# lime_tdd_sequencer

Fig. 1: lime_tdd_sequencer, clock routing
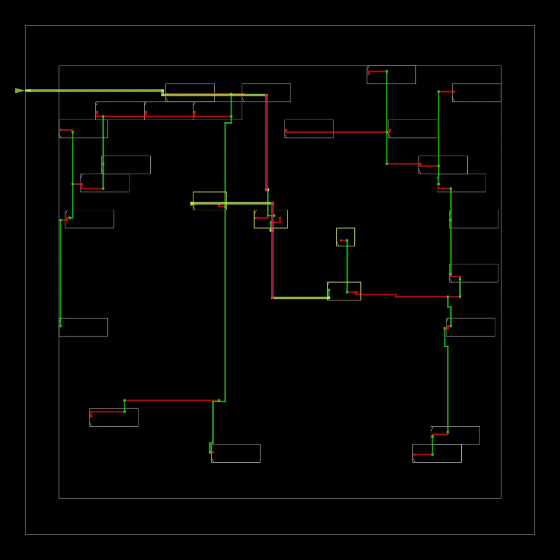

### src/rtl/lime_tdd_sequencer.sv
// -----------------------------------------------------------------------------
// lime_tdd_sequencer
//
// Time-division sequencer that owns the 8-bit Lime baseband control word.
// It arbitrates level-sensitive RX/TX requests (TX wins) and sequences the
// radio so that the path clock is running before the path is enabled
// (lead interval) and keeps running after the path is disabled (guard
// interval). Each path start issues a one-cycle aclr pulse to the Lime
// interface so it begins from a clean state.
//
// Optional feature (compile-time macro LIME_SEQ_TX_TIMEOUT_EN):
//   TX on-time watchdog. TX_ON is forced into TX_GUARD after max_tx_cycles
//   cycles and the sticky tx_timeout flag masks tx_req until tx_req is seen
//   low. max_tx_cycles = 0 disables the watchdog. Without the macro there is
//   no watchdog counter, max_tx_cycles is ignored and tx_timeout is tied 0.
//
// Ports:
//   clock          DSP clock, all logic on the rising edge
//   reset          synchronous, active-high
//   rx_req/tx_req  level requests for the receive / transmit path
//   rx_mode        copied to rf_ctrl[1:0]
//   tx_mode        copied to rf_ctrl[3:2]
//   clk_lead       extra cycles the clock runs before path enable
//   guard_cycles   extra cycles the clock runs after path disable
//   max_tx_cycles  TX on-time limit (watchdog build only)
//   rf_ctrl        [4] rxen, [5] txen, [6] rxclk en, [7] txclk en, [3:0] modes
//   aclr           one-cycle state-clear pulse on each path start
//   rx_active      high in RX_ON
//   tx_active      high in TX_ON
//   busy           high whenever the sequencer is not IDLE
//   tx_timeout     sticky watchdog flag
//   state_dbg      current FSM state encoding, for observation only
//
// Handshake: rx_req/tx_req are plain levels sampled every clock; there is no
// acknowledge. A request is considered served while its *_active output is
// high, and withdrawn as soon as the level is seen low.
// -----------------------------------------------------------------------------
module lime_tdd_sequencer #(
  parameter int CNT_W = 8,
  parameter int TMO_W = 16
) (
  input  logic             clock,
  input  logic             reset,
  input  logic             rx_req,
  input  logic             tx_req,
  input  logic [1:0]       rx_mode,
  input  logic [1:0]       tx_mode,
  input  logic [CNT_W-1:0] clk_lead,
  input  logic [CNT_W-1:0] guard_cycles,
  input  logic [TMO_W-1:0] max_tx_cycles,
  output logic [7:0]       rf_ctrl,
  output logic             aclr,
  output logic             rx_active,
  output logic             tx_active,
  output logic             busy,
  output logic             tx_timeout,
  output logic [2:0]       state_dbg
);

  typedef enum logic [2:0] {
    S_IDLE     = 3'd0,
    S_RX_LEAD  = 3'd1,
    S_RX_ON    = 3'd2,
    S_RX_GUARD = 3'd3,
    S_TX_LEAD  = 3'd4,
    S_TX_ON    = 3'd5,
    S_TX_GUARD = 3'd6
  } state_t;

  // Upper nibble of rf_ctrl, packed as {txclk, rxclk, txen, rxen}.
  localparam logic [3:0] CTL_RX_CLK = 4'b0100;
  localparam logic [3:0] CTL_TX_CLK = 4'b1000;
  localparam logic [CNT_W-1:0] CNT_ONE = {{(CNT_W-1){1'b0}}, 1'b1};

  state_t           state, state_nxt;
  logic [CNT_W-1:0] cnt, cnt_nxt;
  logic [3:0]       ctl_nxt;
  logic             aclr_nxt;
  logic             tx_go;       // tx_req after watchdog masking
  logic             tmo_expire;  // watchdog reaches zero this cycle
  logic             tmo_start;   // TX_ON is being entered
  logic             tmo_fire;    // watchdog forces TX_ON -> TX_GUARD

  assign state_dbg = state;

  // ---------------------------------------------------------------------------
  // Next-state / next-output logic
  // ---------------------------------------------------------------------------
  always_comb begin
    state_nxt = state;
    cnt_nxt   = cnt;
    ctl_nxt   = rf_ctrl[7:4];
    aclr_nxt  = 1'b0;
    tmo_start = 1'b0;
    tmo_fire  = 1'b0;

    case (state)
      S_IDLE: begin
        if (tx_go) begin
          state_nxt = S_TX_LEAD;
          cnt_nxt   = clk_lead;
          ctl_nxt   = CTL_TX_CLK;
          aclr_nxt  = 1'b1;
        end else if (rx_req) begin
          state_nxt = S_RX_LEAD;
          cnt_nxt   = clk_lead;
          ctl_nxt   = CTL_RX_CLK;
          aclr_nxt  = 1'b1;
        end
      end

      // The lead interval always runs to completion; a request that went
      // away meanwhile skips ON and goes straight to the guard interval.
      S_RX_LEAD: begin
        if (cnt == '0) begin
          if (rx_req) begin
            state_nxt  = S_RX_ON;
            ctl_nxt[0] = 1'b1;
          end else begin
            state_nxt  = S_RX_GUARD;
            ctl_nxt[0] = 1'b0;
            cnt_nxt    = guard_cycles;
          end
        end else begin
          cnt_nxt = cnt - CNT_ONE;
        end
      end

      // TX pre-empts RX.
      S_RX_ON: begin
        if (tx_go || !rx_req) begin
          state_nxt  = S_RX_GUARD;
          ctl_nxt[0] = 1'b0;
          cnt_nxt    = guard_cycles;
        end
      end

      S_RX_GUARD: begin
        if (cnt == '0) begin
          if (tx_go) begin
            state_nxt = S_TX_LEAD;
            cnt_nxt   = clk_lead;
            ctl_nxt   = CTL_TX_CLK;
            aclr_nxt  = 1'b1;
          end else if (rx_req) begin
            state_nxt = S_RX_LEAD;
            cnt_nxt   = clk_lead;
            ctl_nxt   = CTL_RX_CLK;
            aclr_nxt  = 1'b1;
          end else begin
            state_nxt = S_IDLE;
            ctl_nxt   = 4'b0000;
          end
        end else begin
          cnt_nxt = cnt - CNT_ONE;
        end
      end

      S_TX_LEAD: begin
        if (cnt == '0) begin
          if (tx_go) begin
            state_nxt  = S_TX_ON;
            ctl_nxt[1] = 1'b1;
            tmo_start  = 1'b1;
          end else begin
            state_nxt  = S_TX_GUARD;
            ctl_nxt[1] = 1'b0;
            cnt_nxt    = guard_cycles;
          end
        end else begin
          cnt_nxt = cnt - CNT_ONE;
        end
      end

      // rx_req is deliberately ignored while transmitting.
      S_TX_ON: begin
        if (!tx_go || tmo_expire) begin
          state_nxt  = S_TX_GUARD;
          ctl_nxt[1] = 1'b0;
          cnt_nxt    = guard_cycles;
          tmo_fire   = tx_go;
        end
      end

      S_TX_GUARD: begin
        if (cnt == '0) begin
          if (tx_go) begin
            state_nxt = S_TX_LEAD;
            cnt_nxt   = clk_lead;
            ctl_nxt   = CTL_TX_CLK;
            aclr_nxt  = 1'b1;
          end else if (rx_req) begin
            state_nxt = S_RX_LEAD;
            cnt_nxt   = clk_lead;
            ctl_nxt   = CTL_RX_CLK;
            aclr_nxt  = 1'b1;
          end else begin
            state_nxt = S_IDLE;
            ctl_nxt   = 4'b0000;
          end
        end else begin
          cnt_nxt = cnt - CNT_ONE;
        end
      end

      default: begin
        state_nxt = S_IDLE;
        cnt_nxt   = '0;
        ctl_nxt   = 4'b0000;
      end
    endcase
  end

  // ---------------------------------------------------------------------------
  // State and output registers
  // ---------------------------------------------------------------------------
  always_ff @(posedge clock) begin
    if (reset) begin
      state     <= S_IDLE;
      cnt       <= '0;
      rf_ctrl   <= 8'h00;
      aclr      <= 1'b0;
      rx_active <= 1'b0;
      tx_active <= 1'b0;
      busy      <= 1'b0;
    end else begin
      state     <= state_nxt;
      cnt       <= cnt_nxt;
      rf_ctrl   <= {ctl_nxt, tx_mode, rx_mode};
      aclr      <= aclr_nxt;
      rx_active <= (state_nxt == S_RX_ON);
      tx_active <= (state_nxt == S_TX_ON);
      busy      <= (state_nxt != S_IDLE);
    end
  end

  // ---------------------------------------------------------------------------
  // TX on-time watchdog
  // ---------------------------------------------------------------------------
`ifdef LIME_SEQ_TX_TIMEOUT_EN
  localparam logic [TMO_W-1:0] TMO_ONE = {{(TMO_W-1){1'b0}}, 1'b1};

  logic [TMO_W-1:0] tmo_cnt;
  logic             tmo_flag;

  assign tx_go      = tx_req & ~tmo_flag;
  // Expiring at 1 (not 0) makes TX_ON last exactly max_tx_cycles cycles;
  // a load of 0 never reaches 1, which is what disables the watchdog.
  assign tmo_expire = (tmo_cnt == TMO_ONE);
  assign tx_timeout = tmo_flag;

  always_ff @(posedge clock) begin
    if (reset) begin
      tmo_cnt  <= '0;
      tmo_flag <= 1'b0;
    end else begin
      if (tmo_start) begin
        tmo_cnt <= max_tx_cycles;
      end else if (state == S_TX_ON && tmo_cnt != '0) begin
        tmo_cnt <= tmo_cnt - TMO_ONE;
      end
      if (tmo_fire) begin
        tmo_flag <= 1'b1;
      end else if (!tx_req) begin
        tmo_flag <= 1'b0;
      end
    end
  end
`else
  logic unused_tmo;

  assign tx_go      = tx_req;
  assign tmo_expire = 1'b0;
  assign tx_timeout = 1'b0;
  assign unused_tmo = ^{max_tx_cycles, tmo_start, tmo_fire};
`endif

endmodule

### config.mk
export PLATFORM = sky130hd
export DESIGN_NAME = lime_tdd_sequencer
export DESIGN_NICKNAME = d
export VERILOG_FILES = /design/src/rtl/lime_tdd_sequencer.sv
export SDC_FILE = /design/constraint.sdc
export NUM_CORES = 1
export LEC_CHECK = 0
export CORE_MARGIN = 5
export CORE_UTILIZATION = 51
export CTS_BUF_LIST = sky130_fd_sc_hd__clkbuf_4 sky130_fd_sc_hd__clkbuf_8
export DETAILED_ROUTE_END_ITERATION = 12
export MAX_ROUTING_LAYER = met4
export PLACE_DENSITY_LB_ADDON = 0.1
export SLEW_MARGIN = 25
export SYNTH_ARGS = -nofsm -noshare
export SYNTH_HDL_FRONTEND = slang
export SYNTH_SLANG_ARGS = --single-unit
### constraint.sdc
create_clock -name clock -period 4.6 [get_ports clock]
set_clock_uncertainty 0.15 [all_clocks]
set_input_delay 1.15 -clock clock [delete_from_list [all_inputs] [get_ports clock]]
set_output_delay 1.15 -clock clock [all_outputs]
set_load 0.01 [all_outputs]
# current_sense_adc

`config.mk`:
```
export PLATFORM = sky130hd
export DESIGN_NAME = current_sense_adc
export DESIGN_NICKNAME = d
export VERILOG_FILES = /design/src/rtl/current_sense_pkg.sv /design/src/rtl/adc_spi_frame.sv /design/src/rtl/current_sense_adc.sv
export SDC_FILE = /design/constraint.sdc
export NUM_CORES = 1
export LEC_CHECK = 0
export CORE_ASPECT_RATIO = 1.2
export CORE_MARGIN = 2
export CORE_UTILIZATION = 40
export CTS_CLUSTER_SIZE = 24
export DETAILED_ROUTE_END_ITERATION = 12
export SLEW_MARGIN = 20
export SYNTH_ARGS = -nofsm -noshare
export SYNTH_HDL_FRONTEND = slang
export SYNTH_SLANG_ARGS = --single-unit
```
`constraint.sdc`:
```
create_clock -name CLK -period 1.9 [get_ports CLK]
set_input_delay 0.19 -clock CLK [delete_from_list [all_inputs] [get_ports CLK]]
set_output_delay 0.19 -clock CLK [all_outputs]
set_load 0.005 [all_outputs]
```
`src/rtl/current_sense_pkg.sv`:
```
// Shared types and constants for the motor-current ADC front end.
package current_sense_pkg;

  // Data widths
  localparam int ADC_W = 12;   // unsigned ADC code
  localparam int CUR_W = 13;   // signed current word

  // Default timing (32 MHz system clock)
  localparam int DEF_CLK_DIV       = 8;     // CLK cycles per SCLK half-period
  localparam int DEF_FRAME_BITS    = 16;    // SCLK cycles per frame
  localparam int DEF_LEAD_BITS     = 4;     // leading bits that must read 0
  localparam int DEF_DATA_BITS     = 12;    // result bits after the leading bits
  localparam int DEF_SAMPLE_PERIOD = 3200;  // CLK cycles between frame starts
  localparam int DEF_AVG_LOG2      = 3;     // log2 of block-average length

  // Frame sequencer states
  typedef enum logic [1:0] {
    ST_IDLE  = 2'd0,
    ST_SETUP = 2'd1,
    ST_SHIFT = 2'd2,
    ST_DONE  = 2'd3
  } frame_state_t;

endpackage

```
`src/rtl/adc_spi_frame.sv`:
```
// One SPI conversion frame: CS setup, FRAME_BITS SCLK periods (idle high),
// MSB-first shift register. o_done is a one-cycle strobe on the last cycle
// of the final high phase, so the caller can register results into the
// same cycle that cs_n returns high.
module adc_spi_frame
  import current_sense_pkg::*;
#(
  parameter int CLK_DIV    = DEF_CLK_DIV,
  parameter int FRAME_BITS = DEF_FRAME_BITS
) (
  input  logic                  CLK,
  input  logic                  reset,
  input  logic                  i_start,
  input  logic                  i_miso,
  output logic                  o_cs_n,
  output logic                  o_sclk,
  output logic                  o_done,
  output logic [FRAME_BITS-1:0] o_frame
);

  localparam int DIV_W = (CLK_DIV > 1) ? $clog2(CLK_DIV) : 1;
  localparam int BIT_W = (FRAME_BITS > 1) ? $clog2(FRAME_BITS) : 1;
  localparam logic [DIV_W-1:0] DIV_LAST = DIV_W'(CLK_DIV - 1);
  localparam logic [BIT_W-1:0] BIT_LAST = BIT_W'(FRAME_BITS - 1);

  frame_state_t          r_state, w_state_nxt;
  logic [DIV_W-1:0]      r_div, w_div_nxt;
  logic [BIT_W-1:0]      r_bit, w_bit_nxt;
  logic                  r_cs_n, w_cs_n_nxt;
  logic                  r_sclk, w_sclk_nxt;
  logic [FRAME_BITS-1:0] r_shift;
  logic                  w_div_end;
  logic                  w_sample;
  logic                  w_done;

  assign w_div_end = (r_div == DIV_LAST);
  // The edge that ends a low phase is the edge where sclk rises: capture there.
  assign w_sample  = (r_state == ST_SHIFT) && !r_sclk && w_div_end;
  assign w_done    = (r_state == ST_SHIFT) && r_sclk && w_div_end && (r_bit == BIT_LAST);

  // State, counters and pin flops; reset forces the bus idle immediately.
  always_ff @(posedge CLK or posedge reset) begin
    if (reset) begin
      r_state <= ST_IDLE;
      r_div   <= '0;
      r_bit   <= '0;
      r_cs_n  <= 1'b1;
      r_sclk  <= 1'b1;
    end else begin
      r_state <= w_state_nxt;
      r_div   <= w_div_nxt;
      r_bit   <= w_bit_nxt;
      r_cs_n  <= w_cs_n_nxt;
      r_sclk  <= w_sclk_nxt;
    end
  end

  // MSB-first shift register.
  always_ff @(posedge CLK or posedge reset) begin
    if (reset) r_shift <= '0;
    else if (w_sample) r_shift <= {r_shift[FRAME_BITS-2:0], i_miso};
  end

  // Next-state and next pin values.
  always_comb begin
    w_state_nxt = r_state;
    w_div_nxt   = r_div;
    w_bit_nxt   = r_bit;
    w_cs_n_nxt  = r_cs_n;
    w_sclk_nxt  = r_sclk;
    case (r_state)
      ST_IDLE: begin
        w_cs_n_nxt = 1'b1;
        w_sclk_nxt = 1'b1;
        w_div_nxt  = '0;
        w_bit_nxt  = '0;
        if (i_start) begin
          w_state_nxt = ST_SETUP;
          w_cs_n_nxt  = 1'b0;
        end
      end
      ST_SETUP: begin
        if (w_div_end) begin
          w_state_nxt = ST_SHIFT;
          w_div_nxt   = '0;
          w_sclk_nxt  = 1'b0;
        end else begin
          w_div_nxt = r_div + 1'b1;
        end
      end
      ST_SHIFT: begin
        if (!w_div_end) begin
          w_div_nxt = r_div + 1'b1;
        end else begin
          w_div_nxt = '0;
          if (!r_sclk) begin
            w_sclk_nxt = 1'b1;
          end else if (r_bit == BIT_LAST) begin
            w_state_nxt = ST_DONE;
            w_cs_n_nxt  = 1'b1;
          end else begin
            w_bit_nxt  = r_bit + 1'b1;
            w_sclk_nxt = 1'b0;
          end
        end
      end
      ST_DONE: w_state_nxt = ST_IDLE;
      default: w_state_nxt = ST_IDLE;
    endcase
  end

  assign o_cs_n  = r_cs_n;
  assign o_sclk  = r_sclk;
  assign o_done  = w_done;
  assign o_frame = r_shift;

endmodule

```
`src/rtl/current_sense_adc.sv`:
```
// Periodic SPI master for the motor-current ADC. Starts a frame every
// SAMPLE_PERIOD cycles while enabled, rejects frames whose leading bits are
// non-zero, and reports raw - offset as a signed current word.
// Build option: define CURRENT_AVG_EN to report a block average of
// 2^AVG_LOG2 good frames instead of every frame.
module current_sense_adc
  import current_sense_pkg::*;
#(
  parameter int CLK_DIV       = DEF_CLK_DIV,
  parameter int FRAME_BITS    = DEF_FRAME_BITS,
  parameter int LEAD_BITS     = DEF_LEAD_BITS,
  parameter int DATA_BITS     = DEF_DATA_BITS,
  parameter int SAMPLE_PERIOD = DEF_SAMPLE_PERIOD
`ifdef CURRENT_AVG_EN
  , parameter int AVG_LOG2    = DEF_AVG_LOG2
`endif
) (
  input  logic                    CLK,
  input  logic                    reset,
  input  logic                    enable,
  input  logic        [ADC_W-1:0] offset,
  output logic                    cs_n,
  output logic                    sclk,
  input  logic                    miso,
  output logic        [ADC_W-1:0] raw,
  output logic signed [CUR_W-1:0] current,
  output logic                    current_valid,
  output logic                    frame_error
);

  localparam int TMR_W = $clog2(SAMPLE_PERIOD);
  localparam logic [TMR_W-1:0] TMR_LAST = TMR_W'(SAMPLE_PERIOD - 1);

  logic [TMR_W-1:0]        r_timer;
  logic                    w_tick;
  logic                    w_done;
  logic [FRAME_BITS-1:0]   w_frame;
  logic [LEAD_BITS-1:0]    w_lead;
  logic [ADC_W-1:0]        w_data;
  logic                    w_good;
  logic                    w_bad;
  logic signed [CUR_W-1:0] w_diff;
  logic [ADC_W-1:0]        r_raw;
  logic signed [CUR_W-1:0] r_current;
  logic                    r_valid;
  logic                    r_error;

  // The frame starts on the edge where the timer wraps back to 0, so the
  // first frame after enable/reset comes one full period later. Ticks that
  // land while a frame is in flight are ignored by the sequencer.
  assign w_tick = enable && (r_timer == TMR_LAST);

  // Period timer: free-running while enabled, parked at 0 otherwise.
  always_ff @(posedge CLK or posedge reset) begin
    if (reset)        r_timer <= '0;
    else if (!enable) r_timer <= '0;
    else if (w_tick)  r_timer <= '0;
    else              r_timer <= r_timer + 1'b1;
  end

  adc_spi_frame #(
    .CLK_DIV    (CLK_DIV),
    .FRAME_BITS (FRAME_BITS)
  ) u_frame (
    .CLK     (CLK),
    .reset   (reset),
    .i_start (w_tick),
    .i_miso  (miso),
    .o_cs_n  (cs_n),
    .o_sclk  (sclk),
    .o_done  (w_done),
    .o_frame (w_frame)
  );

  assign w_lead = w_frame[FRAME_BITS-1 -: LEAD_BITS];
  assign w_data = w_frame[DATA_BITS-1:0];
  assign w_good = w_done && (w_lead == '0);
  assign w_bad  = w_done && (w_lead != '0);
  // Both operands zero-extended to 13 bits: range -4095..+4095, no overflow.
  assign w_diff = $signed({1'b0, w_data}) - $signed({1'b0, offset});

  // Raw code and frame-error strobe; a bad frame leaves raw untouched.
  always_ff @(posedge CLK or posedge reset) begin
    if (reset) begin
      r_raw   <= '0;
      r_error <= 1'b0;
    end else begin
      r_error <= w_bad;
      if (w_good) r_raw <= w_data;
    end
  end

`ifdef CURRENT_AVG_EN
  localparam int SUM_W = CUR_W + AVG_LOG2;

  logic signed [SUM_W-1:0] r_sum;
  logic signed [SUM_W-1:0] w_sum_nxt;
  logic [AVG_LOG2-1:0]     r_cnt;

  assign w_sum_nxt = r_sum + $signed({{AVG_LOG2{w_diff[CUR_W-1]}}, w_diff});

  // Block averager: on the last good frame of a block, publish the floor
  // of the mean and restart. Disabling discards the partial block.
  always_ff @(posedge CLK or posedge reset) begin
    if (reset) begin
      r_sum     <= '0;
      r_cnt     <= '0;
      r_current <= '0;
      r_valid   <= 1'b0;
    end else begin
      r_valid <= 1'b0;
      if (!enable) begin
        r_sum <= '0;
        r_cnt <= '0;
      end else if (w_good) begin
        if (r_cnt == '1) begin
          r_current <= CUR_W'(w_sum_nxt >>> AVG_LOG2);
          r_valid   <= 1'b1;
          r_sum     <= '0;
          r_cnt     <= '0;
        end else begin
          r_sum <= w_sum_nxt;
          r_cnt <= r_cnt + 1'b1;
        end
      end
    end
  end
`else
  // Every good frame publishes its difference directly.
  always_ff @(posedge CLK or posedge reset) begin
    if (reset) begin
      r_current <= '0;
      r_valid   <= 1'b0;
    end else begin
      r_valid <= w_good;
      if (w_good) r_current <= w_diff;
    end
  end
`endif

  assign raw           = r_raw;
  assign current       = r_current;
  assign current_valid = r_valid;
  assign frame_error   = r_error;

endmodule

```
Fig. 2: lime_tdd_sequencer, placed cells, one color a class
(4 px per µm) Fill, decap, tap and diode cells in gray.
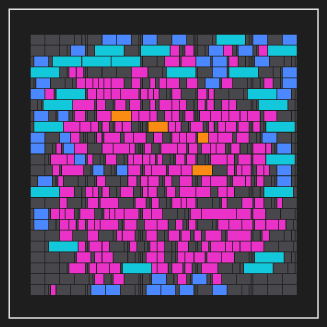
| color | class | cells | share of their area |
|---|---|---|---|
| cyan | sequential cells | 23 | 18% |
| magenta | combinational and other logic | 245 | 64% |
| orange | clock drivers and dummy loads | 4 | 1.9% |
| blue | remaining buffers and delay cells | 44 | 16% |
Placeable Area: 4350 µm²
Post-Layout Inst Area: 2660 µm²

About Fig. 1:
Sink Count: 23
layout clock buffer count: 4

==> flow_metrics.py, lime_tdd_sequencer <==
# Flow results
metrics = {
    "timing": {
        "fin_setup_tns_ns": 0,
        "hold_viol_final": 0,
    },
    "cells_and_area": {
        "fin_util_pct": 61.0,
        "sh_comb_area_pct": 61.2,
        "inv_count": 8,
        "comb_area_um2": 1630,
    },
    "synth": {
        "edf_count": 0,
        "topCombFamilyByArea": "AND-OR/OR-AND gates",
    },
    "setup_path": {
        "path_max_fanout": 17,
        "critPathLaunch": "tx_req",
        "r2r_cells": 7,
        "arrival_ns": 3.49,
        "endpoint": "cnt[6]",
    },
    "detailed_routing": {
        "viasPerCell": 6.81,
        "detail-route-antenna-nets": 0,
        "top_layer": "met4",
        "wl_met2_mm": 3.21,
    },
    "min_path": {
        "hp-start": "rf_ctrl[4]",
    },
    "power_and_ir_drop": {
        "powerDensity_nw_per_um2": 570,
        "power.share.clock_pct": 9.4,
        "pg_clk_mw": 0.142,
    },
    "outcome": {
        "status": "finished, final reports clean",
    },
    "clock_network": {
        "cts_max_level": 1,
        "cts_resized": 0,
    },
    "place": {
        "io_buffers": 38,
    },
}
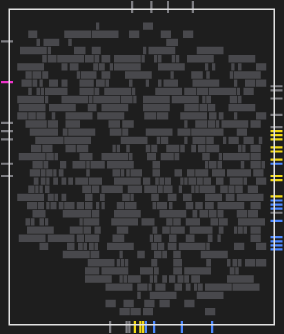
Fig. 3. Pin map (current_sense_adc).
(3 px per µm) Pins as bars across the die edge, other pins in gray.
| color | port | pins | direction | edge |
|---|---|---|---|---|
| magenta | enable | 1 | input | left |
| yellow | offset | 12 | input | 9 right, 3 bottom |
| blue | current | 13 | output | 9 right, 4 bottom |
die height: 105 µm
# port buffers: 44
chip width: 87.9 µm

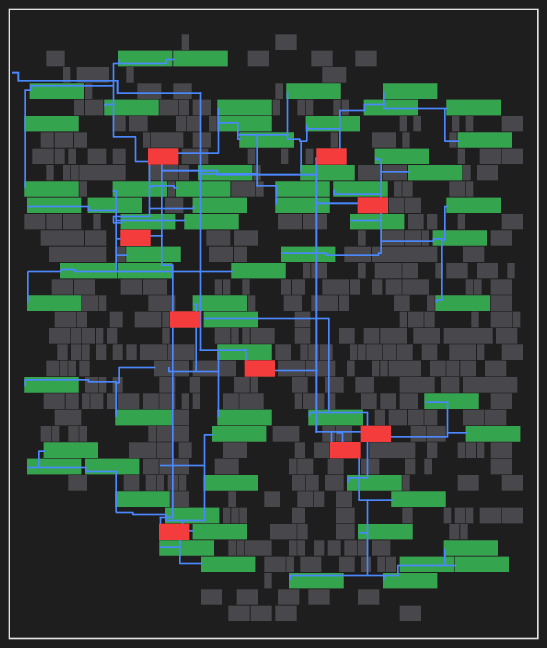
Fig. 4. Clock network drawn from the DEF (current_sense_adc).
(6 px per µm)
[green] flip-flops | count: 66
[red] clock drivers | count: 9
[blue] clock wires | length: 949 µm
routed clock nets: 10
clk pwr: 1.26 mW
worst skew pair latency: 0.35 ns
Clock power frac: 44.2%
Worst Clk Skew: 0.00997 ns

==> flow_metrics.py, current_sense_adc <==
# Flow results
metrics = {
    "outcome": {
        "status": "finished, final reports clean",
    },
    "cells_and_area": {
        "antenna_cells": 0,
    },
    "power_and_ir_drop": {
        "powerSeq_mw": 1.42,
        "vdd.ir_drop.worst_mv": 0.378,
        "sw_frac_of_total_pct": 23.5,
    },
    "clock_network": {
        "post-cts-setup-buffer-count": 1,
        "clockRootBuffer": "clkbuf_8",
        "cts.sinks": 66,
    },
    "synth": {
        "yosysTopAreaCell": "dfrtp_1",
        "area_leaders": "dfrtp_1 47%, ha_1 7.4%, nand2_1 7.3%",
    },
    "global_route": {
        "grt_pass1_vias": 2698,
        "grt_use_met3_pct": 3.48,
        "met2_usage_pct": 28.0,
    },
    "die": {
        "num_rows": 36,
    },
    "detailed_routing": {
        "routedWlPerCell_um": 13.9,
        "wl_met2_mm": 3.73,
        "wl_met3_um": 229,
    },
    "timing": {
        "slew_viol_final": 0,
    },
}


==> screenshots <==
Metal 2.
(4 px per µm)
shot_01.png
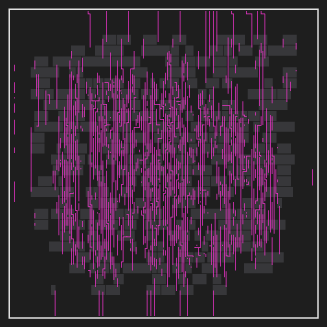
shot_02.png
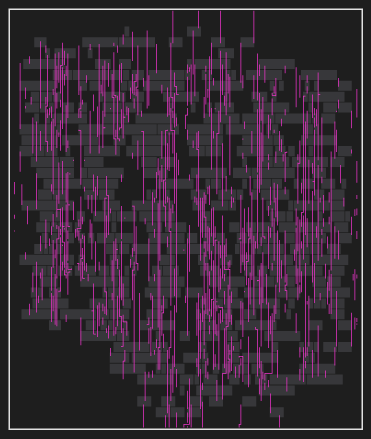
current_sense_adc: shot_02.png
lime_tdd_sequencer: shot_01.png
The one with the largest die is shot_02.png.

Key to shot_01.png:
share of all routed wire: 46%
longest straight run: 42.0 µm
wire length on this layer: 3210 µm
main direction: vertical
nets with wire on the layer: 282

Power figures rest on the tool's default switching activity, not on a simulated workload.
